# ---- microcode_sequencer ----
===== src/rtl/cpu_ctrl_pkg.sv =====
// Shared types and constants for the microprogrammed RV32 control unit.
package cpu_ctrl_pkg;

  localparam int unsigned UPC_W = 4;

  typedef enum logic [2:0] {
    IMM_NONE  = 3'd0,
    IMM_I     = 3'd1,
    IMM_S     = 3'd2,
    IMM_B     = 3'd3,
    IMM_SHAMT = 3'd4
  } imm_type_e;

  typedef enum logic [1:0] {
    WB_ALU = 2'd0,
    WB_MEM = 2'd1,
    WB_PC4 = 2'd2
  } wb_sel_e;

  typedef enum logic [1:0] {
    PC_PC4     = 2'd0,
    PC_BR_COND = 2'd1,
    PC_JALR    = 2'd2
  } pc_sel_e;

  typedef enum logic [1:0] {
    NEXT_SEQ      = 2'd0,
    NEXT_DISPATCH = 2'd1,
    NEXT_FETCH    = 2'd2,
    NEXT_HOLD     = 2'd3
  } next_sel_e;

  // Datapath-facing strobes of one micro-word
  typedef struct packed {
    logic      imem_req;
    logic      ir_we;
    logic      dmem_req;
    logic      dmem_we;
    logic      alu_src_imm;
    imm_type_e imm_type;
    logic      reg_we;
    wb_sel_e   wb_sel;
    logic      pc_we;
    pc_sel_e   pc_sel;
  } strobes_t;

  typedef struct packed {
    strobes_t  strobes;
    next_sel_e next_sel;
    logic      wait_mem;
  } uword_t;

  localparam logic [6:0] OPC_LOAD   = 7'b0000011;
  localparam logic [6:0] OPC_STORE  = 7'b0100011;
  localparam logic [6:0] OPC_OP     = 7'b0110011;
  localparam logic [6:0] OPC_OP_IMM = 7'b0010011;
  localparam logic [6:0] OPC_BRANCH = 7'b1100011;
  localparam logic [6:0] OPC_JALR   = 7'b1100111;

  localparam logic [UPC_W-1:0] UPC_FETCH   = UPC_W'(0);
  localparam logic [UPC_W-1:0] UPC_DECODE  = UPC_W'(1);
  localparam logic [UPC_W-1:0] UPC_LD_ADDR = UPC_W'(2);
  localparam logic [UPC_W-1:0] UPC_LD_MEM  = UPC_W'(3);
  localparam logic [UPC_W-1:0] UPC_LD_WB   = UPC_W'(4);
  localparam logic [UPC_W-1:0] UPC_ST_ADDR = UPC_W'(5);
  localparam logic [UPC_W-1:0] UPC_ST_MEM  = UPC_W'(6);
  localparam logic [UPC_W-1:0] UPC_R_EX    = UPC_W'(7);
  localparam logic [UPC_W-1:0] UPC_I_EX    = UPC_W'(8);
  localparam logic [UPC_W-1:0] UPC_BR_EX   = UPC_W'(9);
  localparam logic [UPC_W-1:0] UPC_JALR_EX = UPC_W'(10);
  localparam logic [UPC_W-1:0] UPC_UNUSED0 = UPC_W'(11);
  localparam logic [UPC_W-1:0] UPC_TRAP    = UPC_W'(15);

endpackage


===== src/rtl/microcode_rom.sv =====
// Combinational microcode store: micro-PC to micro-word.
module microcode_rom
  import cpu_ctrl_pkg::*;
(
  input  logic [UPC_W-1:0] upc,
  output uword_t           uword
);

  always_comb begin
    uword = '0;
    case (upc)
      UPC_FETCH: begin
        uword.strobes.imem_req = 1'b1;
        uword.strobes.ir_we    = 1'b1;
        uword.wait_mem         = 1'b1;
        uword.next_sel         = NEXT_SEQ;
      end
      UPC_DECODE: uword.next_sel = NEXT_DISPATCH;
      UPC_LD_ADDR: begin
        uword.strobes.imm_type    = IMM_I;
        uword.strobes.alu_src_imm = 1'b1;
        uword.next_sel            = NEXT_SEQ;
      end
      UPC_LD_MEM: begin
        uword.strobes.dmem_req = 1'b1;
        uword.wait_mem         = 1'b1;
        uword.next_sel         = NEXT_SEQ;
      end
      UPC_LD_WB: begin
        uword.strobes.reg_we = 1'b1;
        uword.strobes.wb_sel = WB_MEM;
        uword.strobes.pc_we  = 1'b1;
        uword.next_sel       = NEXT_FETCH;
      end
      UPC_ST_ADDR: begin
        uword.strobes.imm_type = IMM_S;
        uword.next_sel         = NEXT_SEQ;
      end
      UPC_ST_MEM: begin
        uword.strobes.dmem_req = 1'b1;
        uword.strobes.dmem_we  = 1'b1;
        uword.strobes.pc_we    = 1'b1;
        uword.wait_mem         = 1'b1;
        uword.next_sel         = NEXT_FETCH;
      end
      UPC_R_EX: begin
        uword.strobes.reg_we = 1'b1;
        uword.strobes.wb_sel = WB_ALU;
        uword.strobes.pc_we  = 1'b1;
        uword.next_sel       = NEXT_FETCH;
      end
      // Shift-immediate override of IMM_I happens in the sequencer
      UPC_I_EX: begin
        uword.strobes.imm_type    = IMM_I;
        uword.strobes.alu_src_imm = 1'b1;
        uword.strobes.reg_we      = 1'b1;
        uword.strobes.pc_we       = 1'b1;
        uword.next_sel            = NEXT_FETCH;
      end
      UPC_BR_EX: begin
        uword.strobes.imm_type = IMM_B;
        uword.strobes.pc_sel   = PC_BR_COND;
        uword.strobes.pc_we    = 1'b1;
        uword.next_sel         = NEXT_FETCH;
      end
      UPC_JALR_EX: begin
        uword.strobes.imm_type = IMM_I;
        uword.strobes.wb_sel   = WB_PC4;
        uword.strobes.reg_we   = 1'b1;
        uword.strobes.pc_sel   = PC_JALR;
        uword.strobes.pc_we    = 1'b1;
        uword.next_sel         = NEXT_FETCH;
      end
      default: uword.next_sel = NEXT_HOLD;
    endcase
  end

endmodule


===== src/rtl/microcode_sequencer.sv =====
// Micro-PC sequencer: dispatch, memory-wait gating, illegal-opcode trap and retire counter.
module microcode_sequencer
  import cpu_ctrl_pkg::*;
#(
  parameter int unsigned INSTRET_W = 32
) (
  input  logic                 clk,
  input  logic                 reset,
  input  logic [31:0]          instr,
  input  logic                 mem_ready,
  output logic [UPC_W-1:0]     upc,
  output logic                 imem_req,
  output logic                 ir_we,
  output logic                 dmem_req,
  output logic                 dmem_we,
  output logic                 alu_src_imm,
  output logic [2:0]           imm_type,
  output logic                 reg_we,
  output logic [1:0]           wb_sel,
  output logic                 pc_we,
  output logic [1:0]           pc_sel,
  output logic                 illegal,
  output logic [INSTRET_W-1:0] instret
);

  logic [UPC_W-1:0]     upc_q;
  logic [UPC_W-1:0]     upc_d;
  logic [UPC_W-1:0]     dispatch_upc;
  logic                 illegal_q;
  logic [INSTRET_W-1:0] instret_q;
  logic                 stall;
  uword_t               uword;
  strobes_t             ctl;
  logic [6:0]           opcode;
  logic [2:0]           funct3;
  logic                 unused_instr_bits;

  assign opcode            = instr[6:0];
  assign funct3            = instr[14:12];
  assign unused_instr_bits = ^{instr[31:15], instr[11:7]};

  microcode_rom u_rom (
    .upc   (upc_q),
    .uword (uword)
  );

  always_comb begin
    dispatch_upc = UPC_TRAP;
    case (opcode)
      OPC_LOAD:   dispatch_upc = UPC_LD_ADDR;
      OPC_STORE:  dispatch_upc = UPC_ST_ADDR;
      OPC_OP:     dispatch_upc = UPC_R_EX;
      OPC_OP_IMM: dispatch_upc = UPC_I_EX;
      OPC_BRANCH: dispatch_upc = UPC_BR_EX;
      OPC_JALR:   dispatch_upc = UPC_JALR_EX;
      default:    dispatch_upc = UPC_TRAP;
    endcase
  end

  // A waiting micro-word holds the uPC until the memory acknowledges
  always_comb begin
    stall = uword.wait_mem & ~mem_ready;
    upc_d = upc_q;
    case (uword.next_sel)
      NEXT_SEQ:      upc_d = upc_q + UPC_W'(1);
      NEXT_DISPATCH: upc_d = dispatch_upc;
      NEXT_FETCH:    upc_d = UPC_FETCH;
      default:       upc_d = upc_q;
    endcase
    if (stall) begin
      upc_d = upc_q;
    end
  end

  // Requests stay up while stalled; only the completing cycle commits state
  always_comb begin
    ctl = uword.strobes;
    if (upc_q == UPC_I_EX && (funct3 == 3'b001 || funct3 == 3'b101)) begin
      ctl.imm_type = IMM_SHAMT;
    end
    if (stall) begin
      ctl.ir_we  = 1'b0;
      ctl.reg_we = 1'b0;
      ctl.pc_we  = 1'b0;
    end
    if (reset) begin
      ctl = '0;
    end
  end

  always_ff @(posedge clk) begin
    if (reset) begin
      upc_q     <= UPC_FETCH;
      illegal_q <= 1'b0;
      instret_q <= '0;
    end else begin
      upc_q <= upc_d;
      if (upc_d >= UPC_UNUSED0) begin
        illegal_q <= 1'b1;
      end
      if (ctl.pc_we) begin
        instret_q <= instret_q + INSTRET_W'(1);
      end
    end
  end

  assign upc         = upc_q;
  assign imem_req    = ctl.imem_req;
  assign ir_we       = ctl.ir_we;
  assign dmem_req    = ctl.dmem_req;
  assign dmem_we     = ctl.dmem_we;
  assign alu_src_imm = ctl.alu_src_imm;
  assign imm_type    = ctl.imm_type;
  assign reg_we      = ctl.reg_we;
  assign wb_sel      = ctl.wb_sel;
  assign pc_we       = ctl.pc_we;
  assign pc_sel      = ctl.pc_sel;
  assign illegal     = illegal_q;
  assign instret     = instret_q;

endmodule


===== config.mk =====
export PLATFORM = sky130hd
export DESIGN_NAME = microcode_sequencer
export DESIGN_NICKNAME = d
export VERILOG_FILES = /design/src/rtl/cpu_ctrl_pkg.sv /design/src/rtl/microcode_rom.sv /design/src/rtl/microcode_sequencer.sv
export SDC_FILE = /design/constraint.sdc
export NUM_CORES = 1
export LEC_CHECK = 0
export ABC_AREA = 1
export CAP_MARGIN = 15
export CORE_MARGIN = 2
export CORE_UTILIZATION = 35
export CTS_BUF_LIST = sky130_fd_sc_hd__clkbuf_4 sky130_fd_sc_hd__clkbuf_8
export DETAILED_ROUTE_END_ITERATION = 7
export PLACE_DENSITY = 0.64
export SLEW_MARGIN = 20
export SYNTH_ARGS = -nofsm -noshare
export SYNTH_HDL_FRONTEND = slang
export SYNTH_SLANG_ARGS = --single-unit
export TNS_END_PERCENT = 100

===== constraint.sdc =====
create_clock -name clk -period 1.8 [get_ports clk]
set_input_delay 0.36 -clock clk [delete_from_list [all_inputs] [get_ports clk]]
set_output_delay 0.36 -clock clk [all_outputs]
set_load 0.01 [all_outputs]

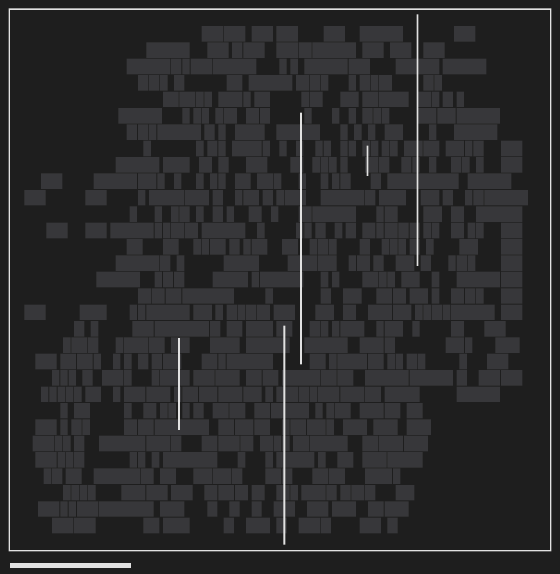
Fig. 1. Signal wires on met4 (microcode_sequencer).
The bar under the picture is 20 um long. Cells faint in the background.
- longest straight run: 41.5 um
- share of all routed wire: 1.7%
- nets with wire on the layer: 5
- wire length on this layer: 139 um
- main direction: vertical
DR vias: 3037
final wirelength: 8.153 mm

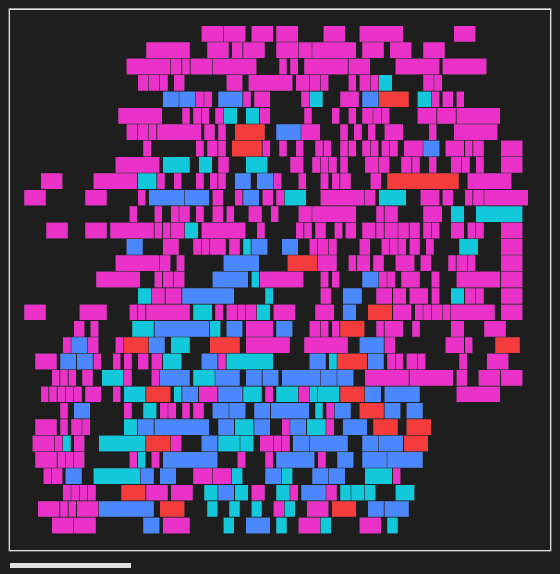
Fig. 2. Cells by drive strength (microcode_sequencer).
The bar under the picture is 20 um long.
- cyan: x2 (cells 65; share 12%; most used buf_2)
- magenta: x1 and smaller (cells 358; share 68%; most used nand2_1)
- blue: x3 and x4 (cells 79; share 15%; most used buf_4)
- red: x6 and larger (cells 21; share 4.0%; most used buf_6)

==> summary.txt <==
run results: sink of the worst hold path upc[0]$_SDFF_PP0_, multi-input gate area in the final layout 1911 um^2, share of cells above drive strength 1 31.55%, crit path to reg_we, first-pass GRT wire length 12.88 mm, post-route cell area 4143 um^2, Pwr Density 969.2 nW/um^2, P&R area growth vs syn 61.43%, CTS Root Cell clkbuf_8, Achievable Freq 508.0 MHz, clock power share 15.7%, max incr delay on CP 0.35 ns, met2 WL 3.799 mm, Simple Share, Synth 41.59%, largest class combinational gates, Core ar. 7176 um^2, # setup viols final 27, status complete, but fails checks, Die Span X 89.63 um, placer congestion estimate 0.9047, Crit path arrival time 1.61 ns, DPL Wire Length 5.996 mm, failing checks negative setup slack, Cell area leaders dfxtp_1, nand2_1, nor2_1, a21oi_1, inv_1, min setup slack post-route -0.1686 ns
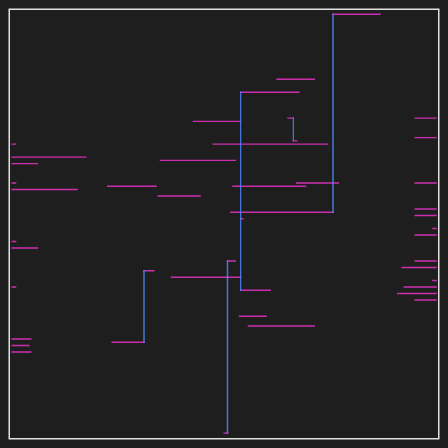
Fig. 3. Signal wires by layer (microcode_sequencer).
Two of the layers only.
- magenta: M3 (wire length 308 um)
- blue: M4 (wire length 139 um)
Wirelength per Cell: 13.11 um
All-Layer GR Usage: 20.42%

-- registers in the layout (all words and copies together) (netlist names) --
name,flops
illegal,1
upc,4
instret,32
-- placed cells by master (no fill, tap or decap), types with 5 or more instances in the layout --
cell,count
nand3_1,16
nand4_1,10
dfxtp_1,32
nand3_2,8
o21ai_2,5
nor2_1,33
nor3_1,13
nor2_4,8
nand2_2,10
buf_4,49
clkbuf_8,6
nor2_2,8
o21ai_1,8
a21oi_1,26
clkdlybuf4s50_1,46
xor2_1,14
inv_1,30
buf_2,12
inv_2,9
xnor2_1,5
nand2_1,104
buf_6,14
-- power by group through the flow --
stage          logic, W  clock network (W)  registers, W
4_1_cts         0.00215           0.000645      0.000931
3_3_place_gp    0.00166                  0      0.000937
2_1_floorplan  0.000859                  0      0.000966
6_report        0.00245           0.000630      0.000937
5_1_grt         0.00261           0.000669      0.000942
3_5_place_dp    0.00167                  0      0.000938
-- timing repair --
item                                    in CTS  in global routing
setup buffers                                7                  3
endpoints found under the setup margin      51                 46
pin swaps                                   16                 15
gates cloned                                 1                  0
resized                                    108                 48
hold buffers                                 0                  0

# ---- pipe_skid_reg ----
Fig. 4: pipe_skid_reg, signal wires by layer
Two of the layers only.
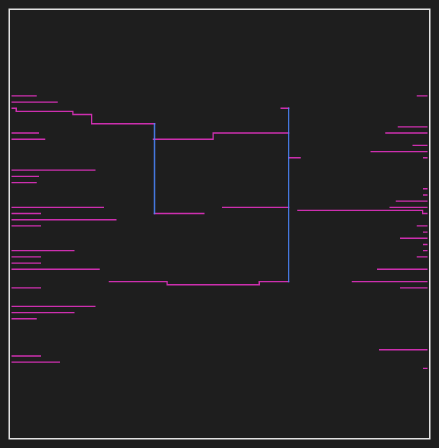
Fig. 5: pipe_skid_reg, M1 wires
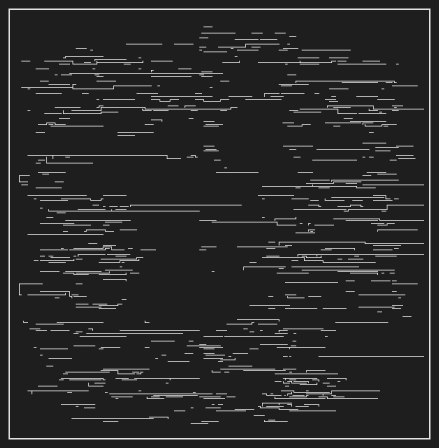
Fig. 6: pipe_skid_reg, cells by drive strength
The bar under the picture is 20 um long.
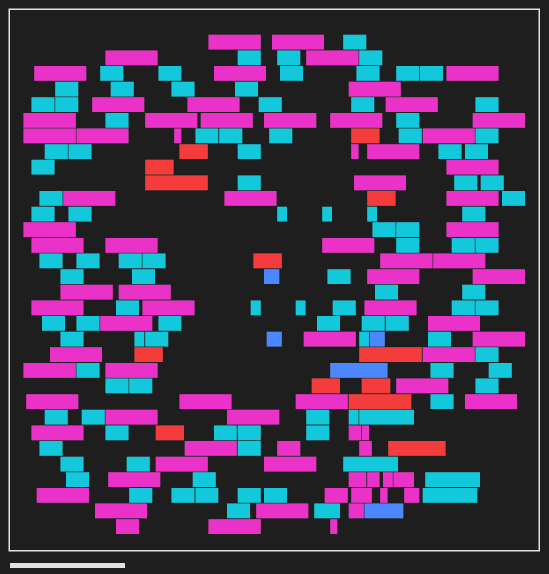
**src/rtl/pipe_skid_reg.sv**
```systemverilog
// pipe_skid_reg: two-entry pipeline register with a skid buffer.
// Every output comes straight from a flop, so in_ready and out_valid have no
// combinational path from in_valid or out_ready.
//
// Ports:
//   clk        rising-edge clock
//   rst        asynchronous active-low reset
//   flush      synchronous discard of all held entries (active-high)
//   in_valid   upstream offers in_data
//   in_ready   stage can accept a word this cycle
//   in_data    upstream data word
//   out_valid  out_data holds a valid word
//   out_ready  downstream accepts out_data this cycle
//   out_data   head-of-stage word (main register M)
//   occupancy  number of held entries (0..2), equal to the state encoding
module pipe_skid_reg #(
    parameter int unsigned           WIDTH     = 32,
    parameter logic [WIDTH-1:0]      RESET_VAL = '0
) (
    input  logic             clk,
    input  logic             rst,
    input  logic             flush,
    input  logic             in_valid,
    output logic             in_ready,
    input  logic [WIDTH-1:0] in_data,
    output logic             out_valid,
    input  logic             out_ready,
    output logic [WIDTH-1:0] out_data,
    output logic [1:0]       occupancy
);

    localparam int unsigned OCC_W = 2;

    typedef enum logic [OCC_W-1:0] {
        EMPTY = 2'd0,
        HALF  = 2'd1,
        FULL  = 2'd2
    } state_t;

    state_t           state_q;
    state_t           state_nxt;
    logic [WIDTH-1:0] m_q;
    logic [WIDTH-1:0] m_nxt;
    logic [WIDTH-1:0] s_q;
    logic [WIDTH-1:0] s_nxt;
    logic             out_valid_q;
    logic             in_ready_q;
    logic             push;
    logic             pop;

    assign push = in_valid & in_ready_q;
    assign pop  = out_valid_q & out_ready;

    // Next-state and datapath decode; flush forces EMPTY and leaves M/S alone.
    always_comb begin
        state_nxt = state_q;
        m_nxt     = m_q;
        s_nxt     = s_q;
        if (flush) begin
            state_nxt = EMPTY;
        end else begin
            case (state_q)
                EMPTY: begin
                    if (push) begin
                        state_nxt = HALF;
                        m_nxt     = in_data;
                    end
                end
                HALF: begin
                    if (push && pop) begin
                        m_nxt = in_data;
                    end else if (push) begin
                        state_nxt = FULL;
                        s_nxt     = in_data;
                    end else if (pop) begin
                        state_nxt = EMPTY;
                    end
                end
                FULL: begin
                    // in_ready is low here, so only a pop can occur.
                    if (pop) begin
                        state_nxt = HALF;
                        m_nxt     = s_q;
                    end
                end
                default: begin
                    state_nxt = EMPTY;
                end
            endcase
        end
    end

    // State, data and handshake flops.
    always_ff @(posedge clk or negedge rst) begin
        if (!rst) begin
            state_q     <= EMPTY;
            m_q         <= RESET_VAL;
            s_q         <= RESET_VAL;
            out_valid_q <= 1'b0;
            in_ready_q  <= 1'b1;
        end else begin
            state_q     <= state_nxt;
            m_q         <= m_nxt;
            s_q         <= s_nxt;
            out_valid_q <= (state_nxt != EMPTY);
            in_ready_q  <= (state_nxt != FULL);
        end
    end

    assign out_valid = out_valid_q;
    assign in_ready  = in_ready_q;
    assign out_data  = m_q;
    assign occupancy = OCC_W'(state_q);

endmodule
```
**config.mk**
```make
export PLATFORM = sky130hd
export DESIGN_NAME = pipe_skid_reg
export DESIGN_NICKNAME = d
export VERILOG_FILES = /design/src/rtl/pipe_skid_reg.sv
export SDC_FILE = /design/constraint.sdc
export NUM_CORES = 1
export LEC_CHECK = 0
export CORE_AREA = 2 2 90 92
export CTS_BUF_LIST = sky130_fd_sc_hd__clkbuf_8
export CTS_CLUSTER_SIZE = 30
export DETAILED_ROUTE_END_ITERATION = 16
export DIE_AREA = 0 0 92 94
export DONT_BUFFER_PORTS = 1
export GPL_TIMING_DRIVEN = 0
export PLACE_DENSITY = 0.62
export SLEW_MARGIN = 20
export SYNTH_ARGS = -nofsm -noshare
export SYNTH_HDL_FRONTEND = slang
export SYNTH_SLANG_ARGS = --single-unit
```
**constraint.sdc**
```tcl
create_clock -name clk -period 2.4 [get_ports clk]
set_input_delay 0.48 -clock clk [delete_from_list [all_inputs] [get_ports clk]]
set_output_delay 0.48 -clock clk [all_outputs]
set_load 0.1 [all_outputs]
```
==> summary.txt <==
run results: status finished clean, antenna violations before repair 0, WS Path Type reg -> reg, Flops after synth 68, Die ar. 8648 um^2, YS chip area 2985 um^2, Reg clk slew, reported paths 0.07 ns, Tmin final 2.177 ns, CP Launch Type register, Max transition margin 38.36%, Power, Total 0.004814 W, # clock sinks 68, crit path to out_data[3]$_DFFE_PN0P_, Reg2Reg Setup Slack 0.22 ns, P&R area growth vs syn 13.08%, CP Buf/Inv Count 1
Notes on Fig. 4 above:
- blue: M4 (wire length 57.8 um)
- magenta: M3 (wire length 487 um)
final wirelength: 5.362 mm
All-Layer GR Usage: 13.11%
Wirelength per Cell: 17.41 um
DR vias: 1573

Notes on Fig. 5 above:
- share of all routed wire: 45%
- main direction: horizontal
- longest straight run: 33.6 um

Notes on Fig. 6 above:
- blue: x3 and x4 (cells 5; share 2.4%; most used buf_4)
- magenta: x1 and smaller (cells 81; share 39%; most used dfrtp_1)
- red: x6 and larger (cells 13; share 6.3%; most used clkbuf_8)
- cyan: x2 (cells 107; share 52%; most used mux2_2)
Signal buffers: 10
post-route cell area: 3376 um^2

registers in the layout, indices dropped and copies added (netlist names):
name / cells
occupancy: 2
out_valid: 1
out_data: 32
s_q: 32
in_ready: 1
metal layers:
metal,routed length (um),up-vias
met5,0,-
met4,57,0
met3,487,7
met2,2409,52
met1,2408,801
li1,-,713
stage by stage:
step	setup slack (ns)	instance area [um^2]	cells	util (%)
after floorplan	0.1125	2985	189	-
after global placement	-0.1519	3113	291	40.92
after detailed placement	-0.1658	3113	291	40.92
after CTS	0.1771	3376	308	44.38
after global routing	0.1098	3376	308	44.38
final	0.2232	3376	308	44.38
cell type report:
cell class	instances	area (um^2)
Clock inverter	7	107.6
Tap cell	102	127.6
Timing Repair Buffer	1	27.53
Multi-Input combinational cell	111	1226
Clock buffer	9	123.9
Buffer	9	52.55
Fill cell	720	4232
Inverter	1	3.754
Sequential cell	68	1707
kinds of logic (layout without fill, tap and decap cells):
logic type	Yosys count	count (layout)	synth area share (%)
multiplexers	96	96	36.21
AND-OR/OR-AND	6	6	2.556
buffers and inverters	10	27	1.886
AND/OR/NAND/NOR	9	9	2.305
flip-flops	68	68	57.04


==> layout pictures side by side <==
Clock wiring as the flow saved it.
Plate I
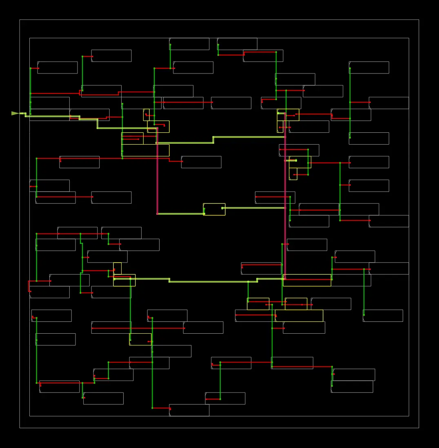
Plate II
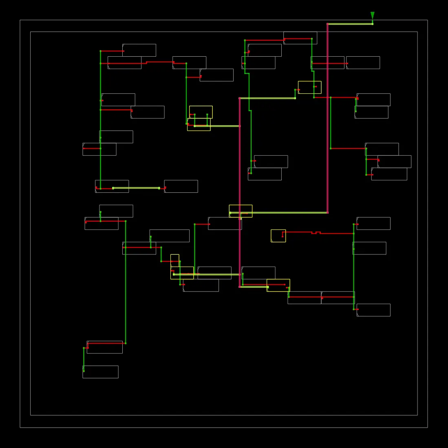
The one with the most clock buffers is Plate I.
The one with the most sequential cells is Plate I.
Plate I -> pipe_skid_reg
Plate II -> microcode_sequencer

Power is estimated from default activity; no workload was simulated.
